# design 1

Design 1, wiring by layer:
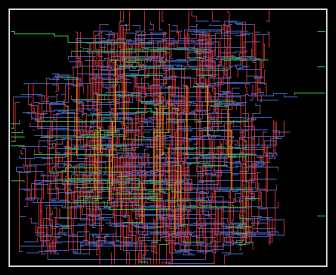

`src/rtl/selectn_pkg.sv`:
```
// Shared types and constants for the selectn_wait chip-select block.
package selectn_pkg;

    typedef enum logic [1:0] {
        ST_IDLE = 2'd0,
        ST_WAIT = 2'd1,
        ST_DONE = 2'd2
    } state_e;

    localparam logic [1:0] OFS_CTRL = 2'd0;
    localparam logic [1:0] OFS_MASK = 2'd1;
    localparam logic [1:0] OFS_COMP = 2'd2;
    localparam logic [1:0] OFS_STAT = 2'd3;

    localparam int CTRL_EN       = 0;
    localparam int CTRL_IO       = 1;
    localparam int CTRL_WAIT_LSB = 2;

    localparam int STAT_MISS = 7;
    localparam int STAT_CONF = 6;

    // Channel-index width; a single channel still needs one bit of index.
    function automatic int chan_idx_w(input int n);
        return (n > 1) ? $clog2(n) : 1;
    endfunction

endpackage

```
`src/rtl/selectn_wait_if.sv`:
```
// Bus-side bundle of selectn_wait: decode address, strobe, CPU register port and select outputs.
interface selectn_wait_if
    import selectn_pkg::*;
#(
    parameter int CHANNELS = 4,
    parameter int ADDR_W   = 16,
    parameter int DATA_W   = 8
) ();
    localparam int CHW = chan_idx_w(CHANNELS);

    logic [ADDR_W-1:0]   addr;
    logic                strobe;
    logic [CHW+1:0]      reg_addr;
    logic [DATA_W-1:0]   data_in;
    logic [DATA_W-1:0]   data_out;
    logic                data_oe;
    logic                write;
    logic                read;
    logic                selectin;
    logic [CHANNELS-1:0] selectout;
    logic                ready;

    modport master (
        output addr, strobe, reg_addr, data_in, write, read, selectin,
        input  data_out, data_oe, selectout, ready
    );

    modport slave (
        input  addr, strobe, reg_addr, data_in, write, read, selectin,
        output data_out, data_oe, selectout, ready
    );
endinterface

```
`src/rtl/selectn_chan.sv`:
```
// One select channel: control/mask/compare registers, address-field match and register read data.
// SELECTN_READBACK_EN enables readback of offsets 0-2; otherwise they read as zero.
module selectn_chan
    import selectn_pkg::*;
#(
    parameter int ADDR_W  = 16,
    parameter int DATA_W  = 8,
    parameter int MATCH_W = 6,
    parameter int WAIT_W  = 3
) (
    input  logic               clock,
    input  logic               reset,
    input  logic               i_wr,
    input  logic [1:0]         i_ofs,
    input  logic [DATA_W-1:0]  i_data,
    input  logic [ADDR_W-1:0]  i_addr,
    output logic               o_hit,
    output logic [WAIT_W-1:0]  o_wait,
    output logic [DATA_W-1:0]  o_rdata
);
    logic               r_en;
    logic               r_io;
    logic [WAIT_W-1:0]  r_wait;
    logic [MATCH_W-1:0] r_mask;
    logic [MATCH_W-1:0] r_comp;
    logic [MATCH_W-1:0] w_field;
    logic               w_unused;

    always_ff @(posedge clock) begin
        if (reset) begin
            r_en   <= 1'b0;
            r_io   <= 1'b0;
            r_wait <= '0;
            r_mask <= '0;
            r_comp <= '0;
        end else if (i_wr) begin
            case (i_ofs)
                OFS_CTRL: begin
                    r_en   <= i_data[CTRL_EN];
                    r_io   <= i_data[CTRL_IO];
                    r_wait <= i_data[CTRL_WAIT_LSB +: WAIT_W];
                end
                OFS_MASK: r_mask <= i_data[MATCH_W-1:0];
                OFS_COMP: r_comp <= i_data[MATCH_W-1:0];
                default:  ;
            endcase
        end
    end

    // io channels decode the low address field (above the byte lane bits), memory channels the top bits
    assign w_field = r_io ? i_addr[MATCH_W+1:2] : i_addr[ADDR_W-1:ADDR_W-MATCH_W];
    assign o_hit   = r_en && ((w_field & r_mask) == r_comp);
    assign o_wait  = r_wait;

`ifdef SELECTN_READBACK_EN
    always_comb begin
        o_rdata = '0;
        case (i_ofs)
            OFS_CTRL: begin
                o_rdata[CTRL_EN]                  = r_en;
                o_rdata[CTRL_IO]                  = r_io;
                o_rdata[CTRL_WAIT_LSB +: WAIT_W]  = r_wait;
            end
            OFS_MASK: o_rdata[MATCH_W-1:0] = r_mask;
            OFS_COMP: o_rdata[MATCH_W-1:0] = r_comp;
            default:  o_rdata = '0;
        endcase
    end
`else
    assign o_rdata = '0;
`endif

    assign w_unused = ^{i_addr, i_data};
endmodule

```
`src/rtl/selectn_wait.sv`:
```
// Programmable multi-channel chip select with per-channel wait states.
// Build option SELECTN_READBACK_EN (in selectn_chan) makes offsets 0-2 readable.
module selectn_wait
    import selectn_pkg::*;
#(
    parameter int CHANNELS = 4,
    parameter int ADDR_W   = 16,
    parameter int DATA_W   = 8,
    parameter int MATCH_W  = 6,
    parameter int WAIT_W   = 3
) (
    input  logic          clock,
    input  logic          reset,
    selectn_wait_if.slave bus
);
    localparam int CHW   = chan_idx_w(CHANNELS);
    localparam int NSLOT = 1 << CHW;

    logic [CHW-1:0]      w_ch;
    logic [1:0]          w_ofs;
    logic                w_wr;
    logic                w_rd;
    logic                w_stat_rd;
    logic [CHANNELS-1:0] w_hit;
    logic [WAIT_W-1:0]   w_wait  [CHANNELS];
    logic [DATA_W-1:0]   w_rdata [NSLOT];
    logic                w_found;
    logic                w_multi;
    logic [CHW-1:0]      w_win;
    logic                w_start;

    state_e              r_state, w_state_nxt;
    logic [WAIT_W-1:0]   r_cnt, w_cnt_nxt;
    logic [CHANNELS-1:0] r_sel, w_sel_nxt;
    logic                r_ready, w_ready_nxt;
    logic                r_miss, r_conf;
    logic [CHW-1:0]      r_last;
    logic [DATA_W-1:0]   w_dout;
    logic                w_oe;

    assign w_ch      = bus.reg_addr[CHW+1:2];
    assign w_ofs     = bus.reg_addr[1:0];
    assign w_wr      = bus.write && bus.selectin;
    assign w_rd      = bus.read && bus.selectin;
    assign w_stat_rd = w_rd && (w_ofs == OFS_STAT);

    // Slots beyond CHANNELS (non power-of-two counts) read as zero and ignore writes
    for (genvar g = 0; g < NSLOT; g++) begin : g_chan
        if (g < CHANNELS) begin : g_inst
            selectn_chan #(
                .ADDR_W(ADDR_W), .DATA_W(DATA_W), .MATCH_W(MATCH_W), .WAIT_W(WAIT_W)
            ) u_chan (
                .clock  (clock),
                .reset  (reset),
                .i_wr   (w_wr && (w_ch == CHW'(g))),
                .i_ofs  (w_ofs),
                .i_data (bus.data_in),
                .i_addr (bus.addr),
                .o_hit  (w_hit[g]),
                .o_wait (w_wait[g]),
                .o_rdata(w_rdata[g])
            );
        end else begin : g_pad
            assign w_rdata[g] = '0;
        end
    end

    always_comb begin
        w_found = 1'b0;
        w_win   = '0;
        for (int i = CHANNELS - 1; i >= 0; i--) begin
            if (w_hit[i]) begin
                w_found = 1'b1;
                w_win   = CHW'(i);
            end
        end
    end

    assign w_multi = |(w_hit & (w_hit - CHANNELS'(1)));
    assign w_start = (r_state == ST_IDLE) && bus.strobe;

    always_ff @(posedge clock) begin
        if (reset) begin
            r_state <= ST_IDLE;
            r_cnt   <= '0;
            r_sel   <= '0;
            r_ready <= 1'b0;
        end else begin
            r_state <= w_state_nxt;
            r_cnt   <= w_cnt_nxt;
            r_sel   <= w_sel_nxt;
            r_ready <= w_ready_nxt;
        end
    end

    always_comb begin
        w_state_nxt = r_state;
        case (r_state)
            ST_IDLE: if (bus.strobe)
                         w_state_nxt = (w_found && (w_wait[w_win] != '0)) ? ST_WAIT : ST_DONE;
            ST_WAIT: if (!bus.strobe)              w_state_nxt = ST_IDLE;
                     else if (r_cnt == WAIT_W'(1)) w_state_nxt = ST_DONE;
            ST_DONE: if (!bus.strobe)              w_state_nxt = ST_IDLE;
            default: w_state_nxt = ST_IDLE;
        endcase
    end

    // ready is registered from DONE, so it trails the DONE entry by one cycle
    always_comb begin
        w_sel_nxt   = r_sel;
        w_cnt_nxt   = r_cnt;
        w_ready_nxt = 1'b0;
        case (r_state)
            ST_IDLE: begin
                w_sel_nxt = '0;
                if (bus.strobe && w_found) begin
                    w_sel_nxt = CHANNELS'(1) << w_win;
                    w_cnt_nxt = w_wait[w_win];
                end
            end
            ST_WAIT: begin
                if (!bus.strobe) w_sel_nxt = '0;
                else             w_cnt_nxt = r_cnt - WAIT_W'(1);
            end
            ST_DONE: begin
                if (!bus.strobe) w_sel_nxt = '0;
                else             w_ready_nxt = 1'b1;
            end
            default: w_sel_nxt = '0;
        endcase
    end

    // A set event on the clearing edge wins over the clear
    always_ff @(posedge clock) begin
        if (reset) begin
            r_miss <= 1'b0;
            r_conf <= 1'b0;
            r_last <= '0;
        end else begin
            r_miss <= (w_start && !w_found) || (r_miss && !w_stat_rd);
            r_conf <= (w_start && w_multi)  || (r_conf && !w_stat_rd);
            if (w_start && w_found) r_last <= w_win;
        end
    end

    always_comb begin
        w_dout = '0;
        w_oe   = 1'b0;
        if (w_rd) begin
            w_oe = 1'b1;
            if (w_ofs == OFS_STAT) begin
                w_dout[STAT_MISS] = r_miss;
                w_dout[STAT_CONF] = r_conf;
                w_dout[CHW-1:0]   = r_last;
            end else begin
                w_dout = w_rdata[w_ch];
            end
        end
    end

    assign bus.data_out  = w_dout;
    assign bus.data_oe   = w_oe;
    assign bus.selectout = r_sel;
    assign bus.ready     = r_ready;
endmodule

```
`src/flat_wrapper.sv`:
```
// flat-port wrapper written by rule: the top's interface ports become plain ports
module selectn_wait_flat import selectn_pkg::*;
#(
    parameter int CHANNELS = 4,
    parameter int ADDR_W   = 16,
    parameter int DATA_W   = 8,
    parameter int MATCH_W  = 6,
    parameter int WAIT_W   = 3
)
  (clock, reset, bus_addr, bus_strobe, bus_reg_addr, bus_data_in, bus_write, bus_read, bus_selectin, bus_data_out, bus_data_oe, bus_selectout, bus_ready);
  selectn_wait_if #(.CHANNELS(CHANNELS), .ADDR_W(ADDR_W), .DATA_W(DATA_W)) bus_i ();
  input  logic clock;
  input  logic reset;
  input wire logic [$bits(bus_i.addr)-1:0] bus_addr;
  input wire logic [$bits(bus_i.strobe)-1:0] bus_strobe;
  input wire logic [$bits(bus_i.reg_addr)-1:0] bus_reg_addr;
  input wire logic [$bits(bus_i.data_in)-1:0] bus_data_in;
  input wire logic [$bits(bus_i.write)-1:0] bus_write;
  input wire logic [$bits(bus_i.read)-1:0] bus_read;
  input wire logic [$bits(bus_i.selectin)-1:0] bus_selectin;
  output wire logic [$bits(bus_i.data_out)-1:0] bus_data_out;
  output wire logic [$bits(bus_i.data_oe)-1:0] bus_data_oe;
  output wire logic [$bits(bus_i.selectout)-1:0] bus_selectout;
  output wire logic [$bits(bus_i.ready)-1:0] bus_ready;
  assign bus_i.addr = bus_addr;
  assign bus_i.strobe = bus_strobe;
  assign bus_i.reg_addr = bus_reg_addr;
  assign bus_i.data_in = bus_data_in;
  assign bus_i.write = bus_write;
  assign bus_i.read = bus_read;
  assign bus_i.selectin = bus_selectin;
  assign bus_data_out = bus_i.data_out;
  assign bus_data_oe = bus_i.data_oe;
  assign bus_selectout = bus_i.selectout;
  assign bus_ready = bus_i.ready;
  selectn_wait #(.CHANNELS(CHANNELS), .ADDR_W(ADDR_W), .DATA_W(DATA_W), .MATCH_W(MATCH_W), .WAIT_W(WAIT_W)) u_core (.clock(clock), .reset(reset), .bus(bus_i));
endmodule
```
`config.mk`:
```
export PLATFORM = sky130hd
export DESIGN_NAME = selectn_wait_flat
export DESIGN_NICKNAME = d
export VERILOG_FILES = /design/src/rtl/selectn_pkg.sv /design/src/rtl/selectn_wait_if.sv /design/src/rtl/selectn_chan.sv /design/src/rtl/selectn_wait.sv /design/src/flat_wrapper.sv
export SDC_FILE = /design/constraint.sdc
export NUM_CORES = 1
export LEC_CHECK = 0
export ABC_AREA = 0
export CAP_MARGIN = 5
export CORE_ASPECT_RATIO = 0.8
export CORE_MARGIN = 2
export CORE_UTILIZATION = 61
export DETAILED_ROUTE_END_ITERATION = 7
export PLACE_DENSITY = 0.95
export SYNTH_ARGS = -nofsm -noshare
export SYNTH_HDL_FRONTEND = slang
export SYNTH_SLANG_ARGS = --single-unit
```
`constraint.sdc`:
```
create_clock -name clock -period 6.6 [get_ports clock]
set_input_delay 0.66 -clock clock [delete_from_list [all_inputs] [get_ports clock]]
set_output_delay 0.66 -clock clock [all_outputs]
set_load 0.01 [all_outputs]
```
# design 2

[config.mk]
export PLATFORM = sky130hd
export DESIGN_NAME = associate_layer
export DESIGN_NICKNAME = d
export VERILOG_FILES = /design/src/rtl/associate_layer.sv
export SDC_FILE = /design/constraint.sdc
export NUM_CORES = 2
export LEC_CHECK = 0
export ABC_AREA = 1
export CORE_MARGIN = 10
export CORE_UTILIZATION = 58
export DETAILED_ROUTE_END_ITERATION = 12
export PLACE_DENSITY = 0.79
export SLEW_MARGIN = 10
export SYNTH_ARGS = -nofsm -noshare
export SYNTH_HDL_FRONTEND = slang
export SYNTH_SLANG_ARGS = --single-unit
[constraint.sdc]
create_clock -name clk -period 11 [get_ports clk]
set_input_delay 2.2 -clock clk [delete_from_list [all_inputs] [get_ports clk]]
set_output_delay 2.2 -clock clk [all_outputs]
set_load 0.1 [all_outputs]
[src/rtl/associate_layer.sv]
// associate_layer: a layer of NEUR trainable linear associators that share one
// ARGD-wide unsigned input vector. A single time-multiplexed MAC computes the
// forward weighted sums. When training is enabled, a backward pass takes a
// per-neuron error vector, returns per-input feedback for the upstream layer
// and updates the weights.
//
// Ports
//   clk, rst             clock (rising edge), asynchronous active-high reset
//   en                   training enable, captured with the input vector
//   arg_valid/ready/data input vector, element i at [i*ARGW +: ARGW]
//   res_valid/ready/data signed result per neuron, RESW bits each
//   err_valid/ready/data signed error per neuron (target - actual)
//   fbk_valid/ready/data signed feedback per input, RESW bits each
//
// Optional feature: define ASSOCIATE_BIAS_EN to add a trainable per-neuron
// bias. This adds one cycle to both the forward and the backward pass.
module associate_layer #(
  parameter int ARGW = 8,
  parameter int ARGD = 2,
  parameter int NEUR = 2,
  parameter int RESW = 16,
  parameter int FRAC = 8,
  parameter int RATE = 1
) (
  input  logic                   clk,
  input  logic                   rst,
  input  logic                   en,
  input  logic                   arg_valid,
  output logic                   arg_ready,
  input  logic [ARGD*ARGW-1:0]   arg_data,
  output logic                   res_valid,
  input  logic                   res_ready,
  output logic [NEUR*RESW-1:0]   res_data,
  input  logic                   err_valid,
  output logic                   err_ready,
  input  logic [NEUR*RESW-1:0]   err_data,
  output logic                   fbk_valid,
  input  logic                   fbk_ready,
  output logic [ARGD*RESW-1:0]   fbk_data
);

  localparam int STEPS = NEUR * ARGD;
  localparam int ACCW  = RESW + ARGW + $clog2(ARGD) + 1;
  localparam int FBKW  = 2 * RESW + $clog2(NEUR) + 1;
  localparam int PRDW  = RESW + ARGW + 1;   // signed weight x zero-extended arg
  localparam int BPW   = 2 * RESW;          // signed error x signed weight
  localparam int SATW  = ACCW + FBKW;       // wide enough for every saturated sum
`ifdef ASSOCIATE_BIAS_EN
  localparam int PRE   = 1;                 // cycle 0 of each pass handles the bias
`else
  localparam int PRE   = 0;
`endif
  localparam int LAST  = STEPS + PRE;       // final cycle registers the outputs
  localparam int CW    = $clog2(LAST + 1) + 1;
  localparam int NW    = (NEUR > 1) ? $clog2(NEUR) : 1;
  localparam int IW    = (ARGD > 1) ? $clog2(ARGD) : 1;

  typedef enum logic [2:0] {IDLE, FWD, RES, ERR, BWD, FBK} state_t;

  state_t state, state_nx;

  logic signed [RESW-1:0] weights [NEUR][ARGD];
  logic        [ARGW-1:0] arg_q   [ARGD];
  logic signed [RESW-1:0] err_q   [NEUR];
  logic signed [ACCW-1:0] acc     [NEUR];
  logic signed [FBKW-1:0] fbk_acc [ARGD];
`ifdef ASSOCIATE_BIAS_EN
  logic signed [RESW-1:0] bias    [NEUR];
`endif
  logic          en_q;
  logic [CW-1:0] cnt;
  logic [NW-1:0] n_idx;
  logic [IW-1:0] i_idx;

  logic                   last, mac;
  logic signed [ARGW:0]   arg_x;
  logic signed [RESW-1:0] w_cur, w_new;
  logic signed [PRDW-1:0] fwd_prod, upd_prod;
  logic signed [BPW-1:0]  bwd_prod;

  // Clamp a wide signed value into RESW bits: in range iff every bit above
  // the RESW sign bit matches it.
  function automatic logic signed [RESW-1:0] sat(input logic signed [SATW-1:0] v);
    logic [SATW-RESW:0] hi;
    hi = v[SATW-1:RESW-1];
    if ((&hi) || !(|hi)) return v[RESW-1:0];
    else if (v[SATW-1])  return {1'b1, {(RESW-1){1'b0}}};
    else                 return {1'b0, {(RESW-1){1'b1}}};
  endfunction

  // State register
  always_ff @(posedge clk or posedge rst) begin
    if (rst) state <= IDLE;
    else     state <= state_nx;
  end

  // Next-state logic
  always_comb begin
    // NOTE: default assignment first so no path leaves state_nx unassigned (no latch).
    state_nx = state;
    unique case (state)
      IDLE:    if (arg_valid) state_nx = FWD;
      FWD:     if (last)      state_nx = RES;
      RES:     if (res_ready) state_nx = en_q ? ERR : IDLE;
      ERR:     if (err_valid) state_nx = BWD;
      BWD:     if (last)      state_nx = FBK;
      FBK:     if (fbk_ready) state_nx = IDLE;
      default:                state_nx = IDLE;
    endcase
  end

  // Handshake outputs depend on state only, never on the ready inputs
  always_comb begin
    arg_ready = (state == IDLE);
    res_valid = (state == RES);
    err_ready = (state == ERR);
    fbk_valid = (state == FBK);
  end

  // Shared MAC operands for the element selected by (n_idx, i_idx)
  always_comb begin
    last     = (cnt == CW'(LAST));
`ifdef ASSOCIATE_BIAS_EN
    mac      = (cnt != '0) && !last;
`else
    mac      = !last;
`endif
    w_cur    = weights[n_idx][i_idx];
    arg_x    = signed'({1'b0, arg_q[i_idx]});
    fwd_prod = PRDW'(w_cur) * PRDW'(arg_x);
    bwd_prod = BPW'(err_q[n_idx]) * BPW'(w_cur);
    upd_prod = PRDW'(err_q[n_idx]) * PRDW'(arg_x);
    w_new    = sat(SATW'(w_cur) + SATW'(upd_prod >>> (ARGW + RATE)));
  end

  // Datapath
  always_ff @(posedge clk or posedge rst) begin
    if (rst) begin
      en_q     <= 1'b0;
      cnt      <= '0;
      n_idx    <= '0;
      i_idx    <= '0;
      res_data <= '0;
      fbk_data <= '0;
      for (int n = 0; n < NEUR; n++) begin
        acc[n]   <= '0;
        err_q[n] <= '0;
`ifdef ASSOCIATE_BIAS_EN
        bias[n]  <= '0;
`endif
        // NOTE: the weight array is small register storage whose reset value is
        // architecturally visible, so it is cleared here rather than left unreset.
        for (int i = 0; i < ARGD; i++) weights[n][i] <= '0;
      end
      for (int i = 0; i < ARGD; i++) begin
        arg_q[i]   <= '0;
        fbk_acc[i] <= '0;
      end
    end else begin
      // NOTE: non-blocking updates, so the BWD feedback term reads the
      // pre-update weight even though the same weight is rewritten this cycle.
      unique case (state)
        IDLE: if (arg_valid) begin
          en_q  <= en;
          cnt   <= '0;
          n_idx <= '0;
          i_idx <= '0;
          for (int i = 0; i < ARGD; i++) arg_q[i] <= arg_data[i*ARGW +: ARGW];
          for (int n = 0; n < NEUR; n++) acc[n] <= '0;
        end
        FWD: begin
          cnt <= cnt + 1'b1;
`ifdef ASSOCIATE_BIAS_EN
          if (cnt == '0)
            for (int n = 0; n < NEUR; n++) acc[n] <= ACCW'(bias[n]) <<< FRAC;
`endif
          if (mac) begin
            acc[n_idx] <= acc[n_idx] + ACCW'(fwd_prod);
            if (i_idx == IW'(ARGD - 1)) begin
              i_idx <= '0;
              n_idx <= n_idx + 1'b1;
            end else begin
              i_idx <= i_idx + 1'b1;
            end
          end
          if (last)
            for (int n = 0; n < NEUR; n++)
              res_data[n*RESW +: RESW] <= sat(SATW'(acc[n] >>> FRAC));
        end
        ERR: if (err_valid) begin
          cnt   <= '0;
          n_idx <= '0;
          i_idx <= '0;
          for (int n = 0; n < NEUR; n++) err_q[n] <= err_data[n*RESW +: RESW];
          for (int i = 0; i < ARGD; i++) fbk_acc[i] <= '0;
        end
        BWD: begin
          cnt <= cnt + 1'b1;
`ifdef ASSOCIATE_BIAS_EN
          if (cnt == '0)
            for (int n = 0; n < NEUR; n++)
              bias[n] <= sat(SATW'(bias[n]) + SATW'(err_q[n] >>> RATE));
`endif
          if (mac) begin
            fbk_acc[i_idx]        <= fbk_acc[i_idx] + FBKW'(bwd_prod);
            weights[n_idx][i_idx] <= w_new;
            if (i_idx == IW'(ARGD - 1)) begin
              i_idx <= '0;
              n_idx <= n_idx + 1'b1;
            end else begin
              i_idx <= i_idx + 1'b1;
            end
          end
          if (last)
            for (int i = 0; i < ARGD; i++)
              fbk_data[i*RESW +: RESW] <= sat(SATW'(fbk_acc[i] >>> FRAC));
        end
        default: ;
      endcase
    end
  end

endmodule
# design 3

`config.mk`:
```
export PLATFORM = sky130hd
export DESIGN_NAME = spi_master_txrx
export DESIGN_NICKNAME = d
export VERILOG_FILES = /design/src/rtl/spi_master_txrx_pkg.sv /design/src/rtl/spi_clk_div.sv /design/src/rtl/spi_master_txrx.sv
export SDC_FILE = /design/constraint.sdc
export NUM_CORES = 1
export LEC_CHECK = 0
export CELL_PAD_IN_SITES_DETAIL_PLACEMENT = 1
export CELL_PAD_IN_SITES_GLOBAL_PLACEMENT = 1
export CORE_MARGIN = 2
export CORE_UTILIZATION = 29
export CTS_BUF_LIST = sky130_fd_sc_hd__clkbuf_4
export CTS_CLUSTER_SIZE = 40
export DETAILED_ROUTE_END_ITERATION = 10
export GPL_ROUTABILITY_DRIVEN = 0
export PLACE_DENSITY_LB_ADDON = 0.25
export SYNTH_ARGS = -nofsm -noshare
export SYNTH_HDL_FRONTEND = slang
export SYNTH_SLANG_ARGS = --single-unit
```
`constraint.sdc`:
```
create_clock -name In_clk -period 3.4 [get_ports In_clk]
set_input_delay 0.68 -clock In_clk [delete_from_list [all_inputs] [get_ports In_clk]]
set_output_delay 0.68 -clock In_clk [all_outputs]
set_load 0.01 [all_outputs]
```
`src/rtl/spi_master_txrx_pkg.sv`:
```
// ============================================================================
//  Module      : spi_master_txrx_pkg
//  Description : Shared SPI master definitions: FSM state encoding and the
//                SCLK half-period divider formula.
//  Revision    : 1.0  initial release
// ============================================================================
`default_nettype none

package spi_master_txrx_pkg;

    typedef enum logic [2:0] {
        ST_IDLE  = 3'd0,
        ST_SETUP = 3'd1,
        ST_SHIFT = 3'd2,
        ST_HOLD  = 3'd3,
        ST_GAP   = 3'd4
    } spi_state_e;

    function automatic int half_div(input int ref_clk, input int spi_sclk);
        return ref_clk / (2 * spi_sclk);
    endfunction

endpackage

`default_nettype wire

```
`src/rtl/spi_clk_div.sv`:
```
// ============================================================================
//  Module      : spi_clk_div
//  Description : Half-period tick generator; one tick every HALF_DIV enabled
//                cycles, counter restarts whenever In_en is low.
//  Revision    : 1.0  initial release
// ============================================================================
`default_nettype none

module spi_clk_div #(
    parameter int HALF_DIV = 50
) (
    input  logic In_clk,
    input  logic In_rst_n,
    input  logic In_en,
    output logic Out_tick
);

    localparam int                 c_CNT_W = $clog2(HALF_DIV + 1);
    localparam logic [c_CNT_W-1:0] c_LAST  = c_CNT_W'(HALF_DIV - 1);

    logic [c_CNT_W-1:0] r_cnt;

    always_ff @(posedge In_clk or negedge In_rst_n) begin
        if (!In_rst_n) begin
            r_cnt <= '0;
        end else if (!In_en || r_cnt == c_LAST) begin
            r_cnt <= '0;
        end else begin
            r_cnt <= r_cnt + 1'b1;
        end
    end

    assign Out_tick = In_en && (r_cnt == c_LAST);

endmodule

`default_nettype wire

```
`src/rtl/spi_master_txrx.sv`:
```
// ============================================================================
//  Module      : spi_master_txrx
//  Description : Parametrised full-duplex SPI master (any CPOL/CPHA, word
//                width and bit order) with tx_req/busy handshake.
//  Revision    : 1.0  initial release
// ============================================================================
`default_nettype none

module spi_master_txrx
    import spi_master_txrx_pkg::*;
#(
    parameter int REF_CLK   = 50_000_000,
    parameter int SPI_SCLK  = 500_000,
    parameter int DATA_W    = 8,
    parameter bit CPOL      = 1'b0,
    parameter bit CPHA      = 1'b0,
    parameter bit MSB_FIRST = 1'b1
) (
    input  logic              In_clk,
    input  logic              In_rst_n,
    input  logic              In_tx_req,
    input  logic [DATA_W-1:0] In_tx_data,
    input  logic              In_spi_miso,
    output logic              Out_tx_busy,
    output logic              Out_rx_valid,
    output logic [DATA_W-1:0] Out_rx_data,
    output logic              Out_spi_cs_n,
    output logic              Out_spi_sclk,
    output logic              Out_spi_mosi
);

    localparam int                  c_HALF_DIV  = half_div(REF_CLK, SPI_SCLK);
    localparam int                  c_EDGES     = 2 * DATA_W;
    localparam int                  c_EDGE_W    = $clog2(c_EDGES + 1);
    localparam logic [c_EDGE_W-1:0] c_LAST_EDGE = c_EDGE_W'(c_EDGES);

    generate
        if (c_HALF_DIV < 1 || DATA_W < 2) begin : g_bad_params
            $error("spi_master_txrx: HALF_DIV must be >= 1 and DATA_W >= 2");
        end
    endgenerate

    spi_state_e          r_state, w_state_nxt;
    logic [c_EDGE_W-1:0] r_edge_cnt, w_edge_cnt_nxt, w_edge_num;
    logic [DATA_W-1:0]   r_tx_shift, w_tx_shift_nxt;
    logic [DATA_W-1:0]   r_rx_shift, w_rx_shift_nxt;
    logic [DATA_W-1:0]   r_rx_data, w_rx_data_nxt;
    logic                r_rx_valid, w_rx_valid_nxt;
    logic                r_cs_n, w_cs_n_nxt;
    logic                r_sclk, w_sclk_nxt;
    logic                r_mosi, w_mosi_nxt;
    logic                w_tick, w_do_sample, w_do_shift;

    function automatic logic head_bit(input logic [DATA_W-1:0] v);
        return MSB_FIRST ? v[DATA_W-1] : v[0];
    endfunction

    function automatic logic [DATA_W-1:0] shift_out(input logic [DATA_W-1:0] v);
        return MSB_FIRST ? {v[DATA_W-2:0], 1'b0} : {1'b0, v[DATA_W-1:1]};
    endfunction

    function automatic logic [DATA_W-1:0] shift_in(input logic [DATA_W-1:0] v, input logic b);
        return MSB_FIRST ? {v[DATA_W-2:0], b} : {b, v[DATA_W-1:1]};
    endfunction

    spi_clk_div #(
        .HALF_DIV (c_HALF_DIV)
    ) u_clk_div (
        .In_clk   (In_clk),
        .In_rst_n (In_rst_n),
        .In_en    (r_state != ST_IDLE),
        .Out_tick (w_tick)
    );

    assign w_edge_num = r_edge_cnt + 1'b1;

    always_comb begin
        w_state_nxt    = r_state;
        w_edge_cnt_nxt = r_edge_cnt;
        w_tx_shift_nxt = r_tx_shift;
        w_rx_shift_nxt = r_rx_shift;
        w_rx_data_nxt  = r_rx_data;
        w_rx_valid_nxt = 1'b0;
        w_cs_n_nxt     = r_cs_n;
        w_sclk_nxt     = r_sclk;
        w_mosi_nxt     = r_mosi;
        w_do_sample    = 1'b0;
        w_do_shift     = 1'b0;
        case (r_state)
            ST_IDLE: begin
                if (In_tx_req) begin
                    w_state_nxt    = ST_SETUP;
                    w_edge_cnt_nxt = '0;
                    w_cs_n_nxt     = 1'b0;
                    w_rx_shift_nxt = '0;
                    // CPHA=0 slaves expect the first bit before the first edge
                    if (CPHA) begin
                        w_tx_shift_nxt = In_tx_data;
                        w_mosi_nxt     = 1'b0;
                    end else begin
                        w_tx_shift_nxt = shift_out(In_tx_data);
                        w_mosi_nxt     = head_bit(In_tx_data);
                    end
                end
            end
            ST_SETUP, ST_SHIFT: begin
                if (w_tick) begin
                    w_edge_cnt_nxt = w_edge_num;
                    w_sclk_nxt     = ~r_sclk;
                    // Odd edges are leading edges; the final edge never shifts
                    w_do_sample    = (w_edge_num[0] != CPHA);
                    w_do_shift     = (w_edge_num[0] == CPHA) && (w_edge_num != c_LAST_EDGE);
                    if (w_do_sample) begin
                        w_rx_shift_nxt = shift_in(r_rx_shift, In_spi_miso);
                    end
                    if (w_do_shift) begin
                        w_mosi_nxt     = head_bit(r_tx_shift);
                        w_tx_shift_nxt = shift_out(r_tx_shift);
                    end
                    w_state_nxt = (w_edge_num == c_LAST_EDGE) ? ST_HOLD : ST_SHIFT;
                end
            end
            ST_HOLD: begin
                if (w_tick) begin
                    w_cs_n_nxt  = 1'b1;
                    w_mosi_nxt  = 1'b0;
                    w_state_nxt = ST_GAP;
                end
            end
            ST_GAP: begin
                if (w_tick) begin
                    w_rx_data_nxt  = r_rx_shift;
                    w_rx_valid_nxt = 1'b1;
                    w_state_nxt    = ST_IDLE;
                end
            end
            default: begin
                w_state_nxt = ST_IDLE;
            end
        endcase
    end

    always_ff @(posedge In_clk or negedge In_rst_n) begin
        if (!In_rst_n) begin
            r_state    <= ST_IDLE;
            r_edge_cnt <= '0;
            r_tx_shift <= '0;
            r_rx_shift <= '0;
            r_rx_data  <= '0;
            r_rx_valid <= 1'b0;
            r_cs_n     <= 1'b1;
            r_sclk     <= CPOL;
            r_mosi     <= 1'b0;
        end else begin
            r_state    <= w_state_nxt;
            r_edge_cnt <= w_edge_cnt_nxt;
            r_tx_shift <= w_tx_shift_nxt;
            r_rx_shift <= w_rx_shift_nxt;
            r_rx_data  <= w_rx_data_nxt;
            r_rx_valid <= w_rx_valid_nxt;
            r_cs_n     <= w_cs_n_nxt;
            r_sclk     <= w_sclk_nxt;
            r_mosi     <= w_mosi_nxt;
        end
    end

    assign Out_tx_busy  = (r_state != ST_IDLE);
    assign Out_rx_valid = r_rx_valid;
    assign Out_rx_data  = r_rx_data;
    assign Out_spi_cs_n = r_cs_n;
    assign Out_spi_sclk = r_sclk;
    assign Out_spi_mosi = r_mosi;

endmodule

`default_nettype wire

```
Design 1, logic cells by family:
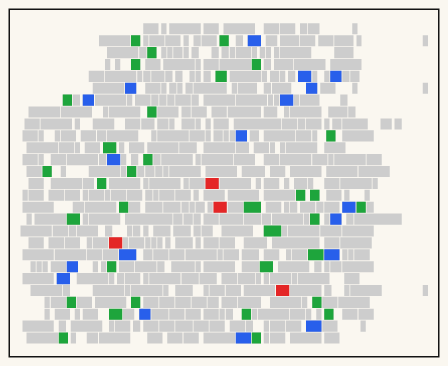
color	family	cells
green	AND and OR gates	33
red	XOR/XNOR gates	4
blue	AND-OR and OR-AND gates	18
logic share of the area: 0.502
fin cells: 585
Commonest Layout Cell: nor2_1

## Picture notes: 'wiring by layer' of design 1
color	layer	wire length
red	met2	5310 um
orange	met4	526 um
blue	met1	4550 um
green	met3	870 um
final WL: 11300 um
GRT Overall Usage: 0.303
per-cell routed wire length: 19.2 um
via count: 3779

==> results.sh, design 1 <==
# yosys + openroad results
export IMPL_status="completed"
export IMPL_dieArea_um2=7740
export IMPL_crit_end="u_core.r_state[0]$_SDFFE_PP0P_"
export IMPL_grt_use_met1=0.357
export IMPL_setup_tns_ns=0
export IMPL_ff2ff_setup_slack_ns=3.71
export IMPL_cts_max_level=3
export IMPL_post_cts_buffers=0
export IMPL_netlist_area_um2=4300
export IMPL_worstSetupEndpointType="flip-flop"
export IMPL_highest_layer="met4"
export IMPL_cp_cell_sequence="clkdlybuf4s50_1 > mux2_1 > a21o_1 > a211oi_1 > and4_1 > nand3_1 > a31oi_1 > nor3_2 > a311oi_1"
export IMPL_drive_gt1_frac=0.0783
export IMPL_synth_cell_types=59
export IMPL_ys_ff=82
export IMPL_ys_top_logic_family="multiplexers"
export IMPL_ys_async_sr_fraction=0
export IMPL_portBuffers=37
export IMPL_crit_slowest_cell="and4_1"
export IMPL_cts_hold_buf=0
export IMPL_taps=87
export IMPL_ys_cells=472
export IMPL_dp_hpwl_um=7660
export IMPL_tightest_slew_ns=1.37
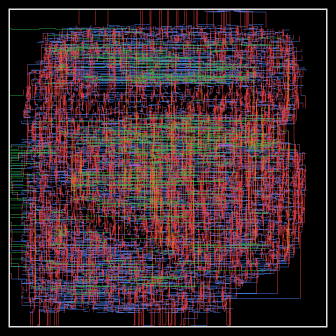
Design 2: wiring by layer
color	layer	wire length
blue	met1	43.6 mm
orange	met4	2980 um
red	met2	47.5 mm
purple	met5	19.3 um
green	met3	10600 um
via count: 30.5k
GRT Overall Usage: 0.290
per-cell routed wire length: 19.1 um
final WL: 105000 um

==> results.sh, design 2 <==
# yosys + openroad results
export IMPL_drtAntennaViolNets=0
export IMPL_wl_met1_um=43600
export IMPL_mostFrequentLayoutCell="nand2_1"
export IMPL_grt_overflow=0
export IMPL_comb_area_frac=0.619
export IMPL_synth_seq_share=0.210
export IMPL_holdPathEnd="weights[21]$_DFFE_PP0P_"
export IMPL_dp_cells=5420
export IMPL_top_cell_area_share=0.292
export IMPL_fin_crit_ns=8.63
export IMPL_r2r_start="i_idx$_DFFE_PP0P_"
export IMPL_cts_max_level=2
export IMPL_via_per_inst=5.57
export IMPL_grt_pass1_wl_um=171000
export IMPL_busiest_layer="met2"
export IMPL_flop_cell="dfrtp_1"
export IMPL_fin_area_um2=39700
export IMPL_hold_viol_final=0
export IMPL_path_delay_family="simple AND/OR/NAND/NOR gates"
export IMPL_min_from="weights[21]$_DFFE_PP0P_"
export IMPL_grt_util_met3=0.0664
export IMPL_finalSetupViolCount=0
export IMPL_synth_cell_types=54
export IMPL_buffers_excl_clock=172
export IMPL_edf_count=0
export IMPL_grt_pass1_vias=31600
export IMPL_wl_met3_um=10600
export IMPL_status="completed"
export IMPL_start_kind="flip-flop"
export IMPL_dieArea_um2=73200
export IMPL_io_pins=123
export IMPL_crit_buf_inv=10
export IMPL_nets=5432
export IMPL_inverters=952
export IMPL_grt_max_degree=90
export IMPL_ys_ff=306
export IMPL_ys_async_sr_fraction=1.00
export IMPL_cts_resized=0
export IMPL_mux_share=0.0157
export IMPL_largestClassByArea="logic gates"
export IMPL_nClkBuffers=48
export IMPL_max_freq_ghz=0.116
export IMPL_cts_buffers=36
export IMPL_setup_tns_ns=0
export IMPL_yosys_warnings=0
export IMPL_timing_rr_end="weights[46]$_DFFE_PP0P_"
export IMPL_reg2reg_depth=38
export IMPL_chipHeight_um=271
export IMPL_taps=837
export IMPL_critPathMaxStageDelay_ns=0.73
export IMPL_ys_sh_xor=0.0120
export IMPL_globalplace_congestion=1.00
export IMPL_dr_wl_met2_um=47500
export IMPL_max_slew_margin_rel=0.153
export IMPL_warnings=29
export IMPL_fin_util=0.641
export IMPL_clock_path_buffers=3
export IMPL_top_regs="fbk_acc: 68 flops, weights: 64 flops, acc: 52 flops"
export IMPL_ff2ff_setup_slack_ns=2.37
export IMPL_netlist_area_um2=36400
Design 3, cell density map:
9 x 9 tiles, from white (low) to dark blue (high), 0 to 100% covered.
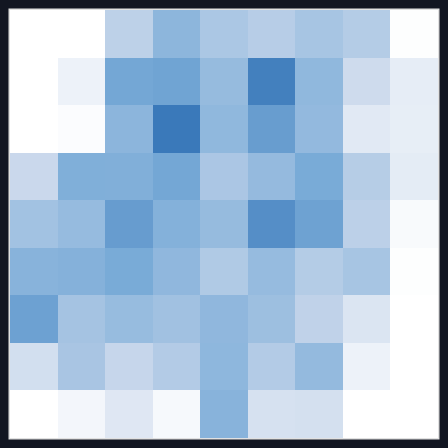
emptiest ninth of the die	south-east
mean over tiles	30%
nearly empty tiles	15%
densest ninth of the die	north
Core ar.: 6720 um2
floorplan core density: 0.297
post-layout util: 0.354

==> results.sh, design 3 <==
# yosys + openroad results
export IMPL_mostFrequentLayoutCell="dfrtp_1"
export IMPL_ys_ff=41
export IMPL_first_pass_iters=4
export IMPL_drc=0
export IMPL_antenna_found_initial=0
export IMPL_rsz0062_at_grt="no"
export IMPL_setup_tns_ns=0
export IMPL_aoi_share=0.119
export IMPL_cp_cell_sequence="nor3_1 > inv_1 > clkdlybuf4s50_1"
export IMPL_grt_pass1_vias=1567
export IMPL_reg2reg_depth=6
export IMPL_max_freq_ghz=0.381
export IMPL_taps=80
export IMPL_most_common_layout_cells="dfrtp_1, clkdlybuf4s50_1, o21ai_0, nor2_1, inv_1"
export IMPL_post_cts_buffers=0
export IMPL_final_cells=293
export IMPL_ff2ff_setup_slack_ns=1.11
export IMPL_dieArea_um2=7560
export IMPL_adder_share=0.0188
export IMPL_highest_layer="met4"
export IMPL_timing_rr_end="r_tx_shift[5]$_DFFE_PN0P_"
export IMPL_grt_overflow=0
export IMPL_mux_share=0.129
export IMPL_status="completed"
export IMPL_netlist_area_um2=1990
export IMPL_dr_wl_met2_um=2120
export IMPL_flop_area_um2=1030
export IMPL_clk_share=0.0352
export IMPL_busiest_layer="met2"
export IMPL_yosys_warnings=0
export IMPL_ys_sh_xor=0.0307


==> gallery <==
The metal 2 layer.
shot_01.png
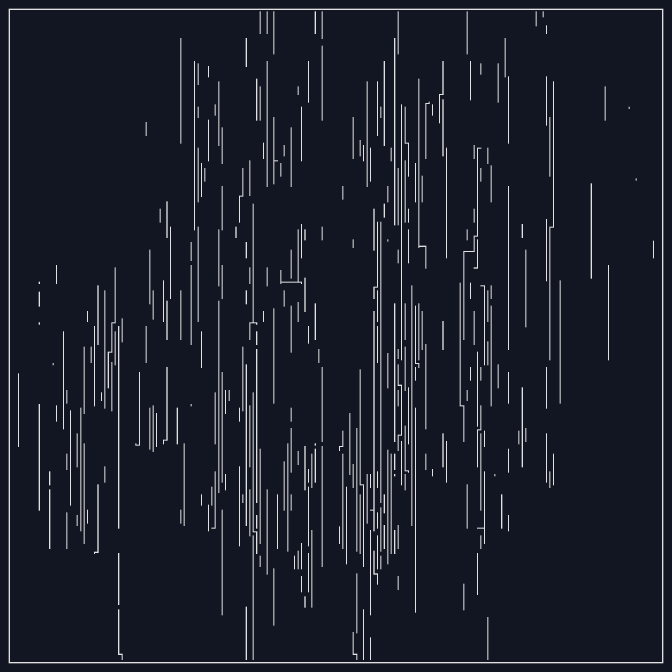
shot_02.png
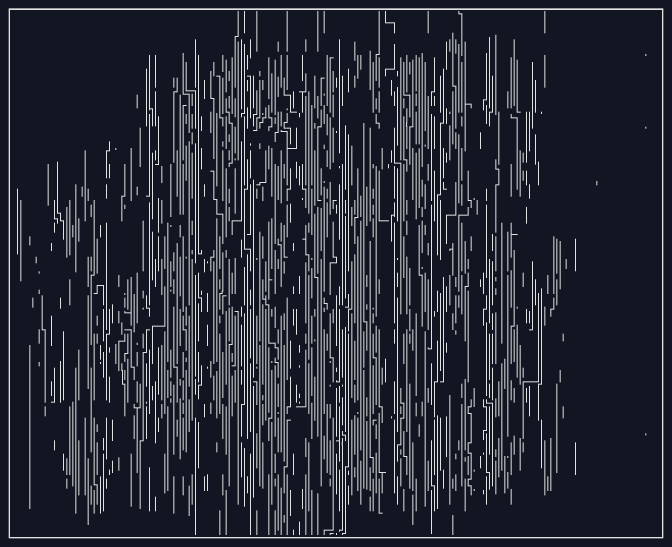
shot_03.png
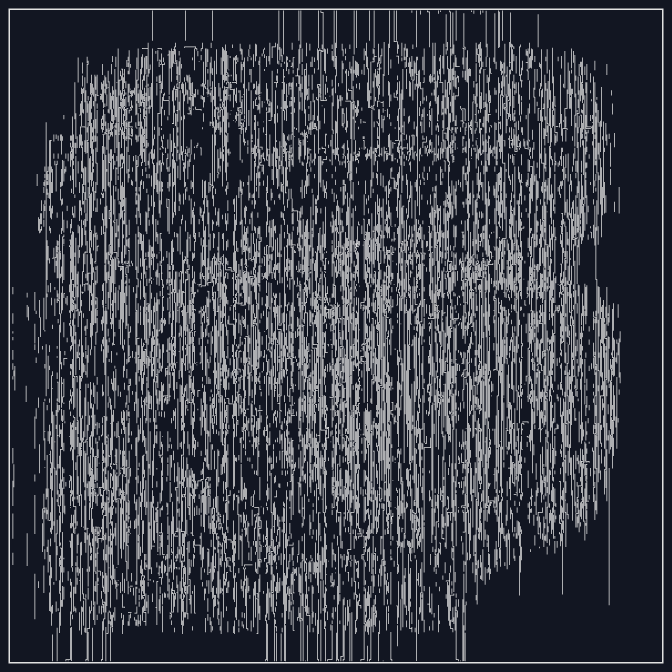
design 3: shot_01.png
design 2: shot_03.png
design 1: shot_02.png


==> screenshots <==
Congestion heat map.
(a)
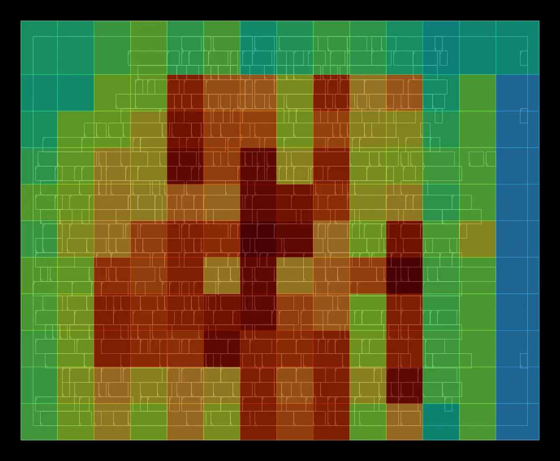
(b)
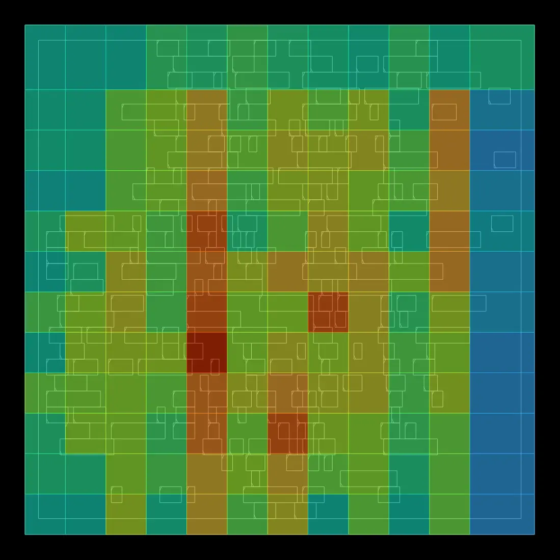
(c)
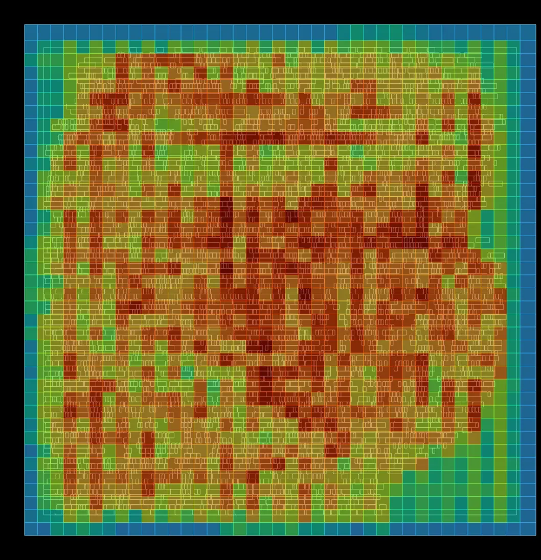
Design 2 is (c).
Design 3 is (b).
Design 1 is (a).

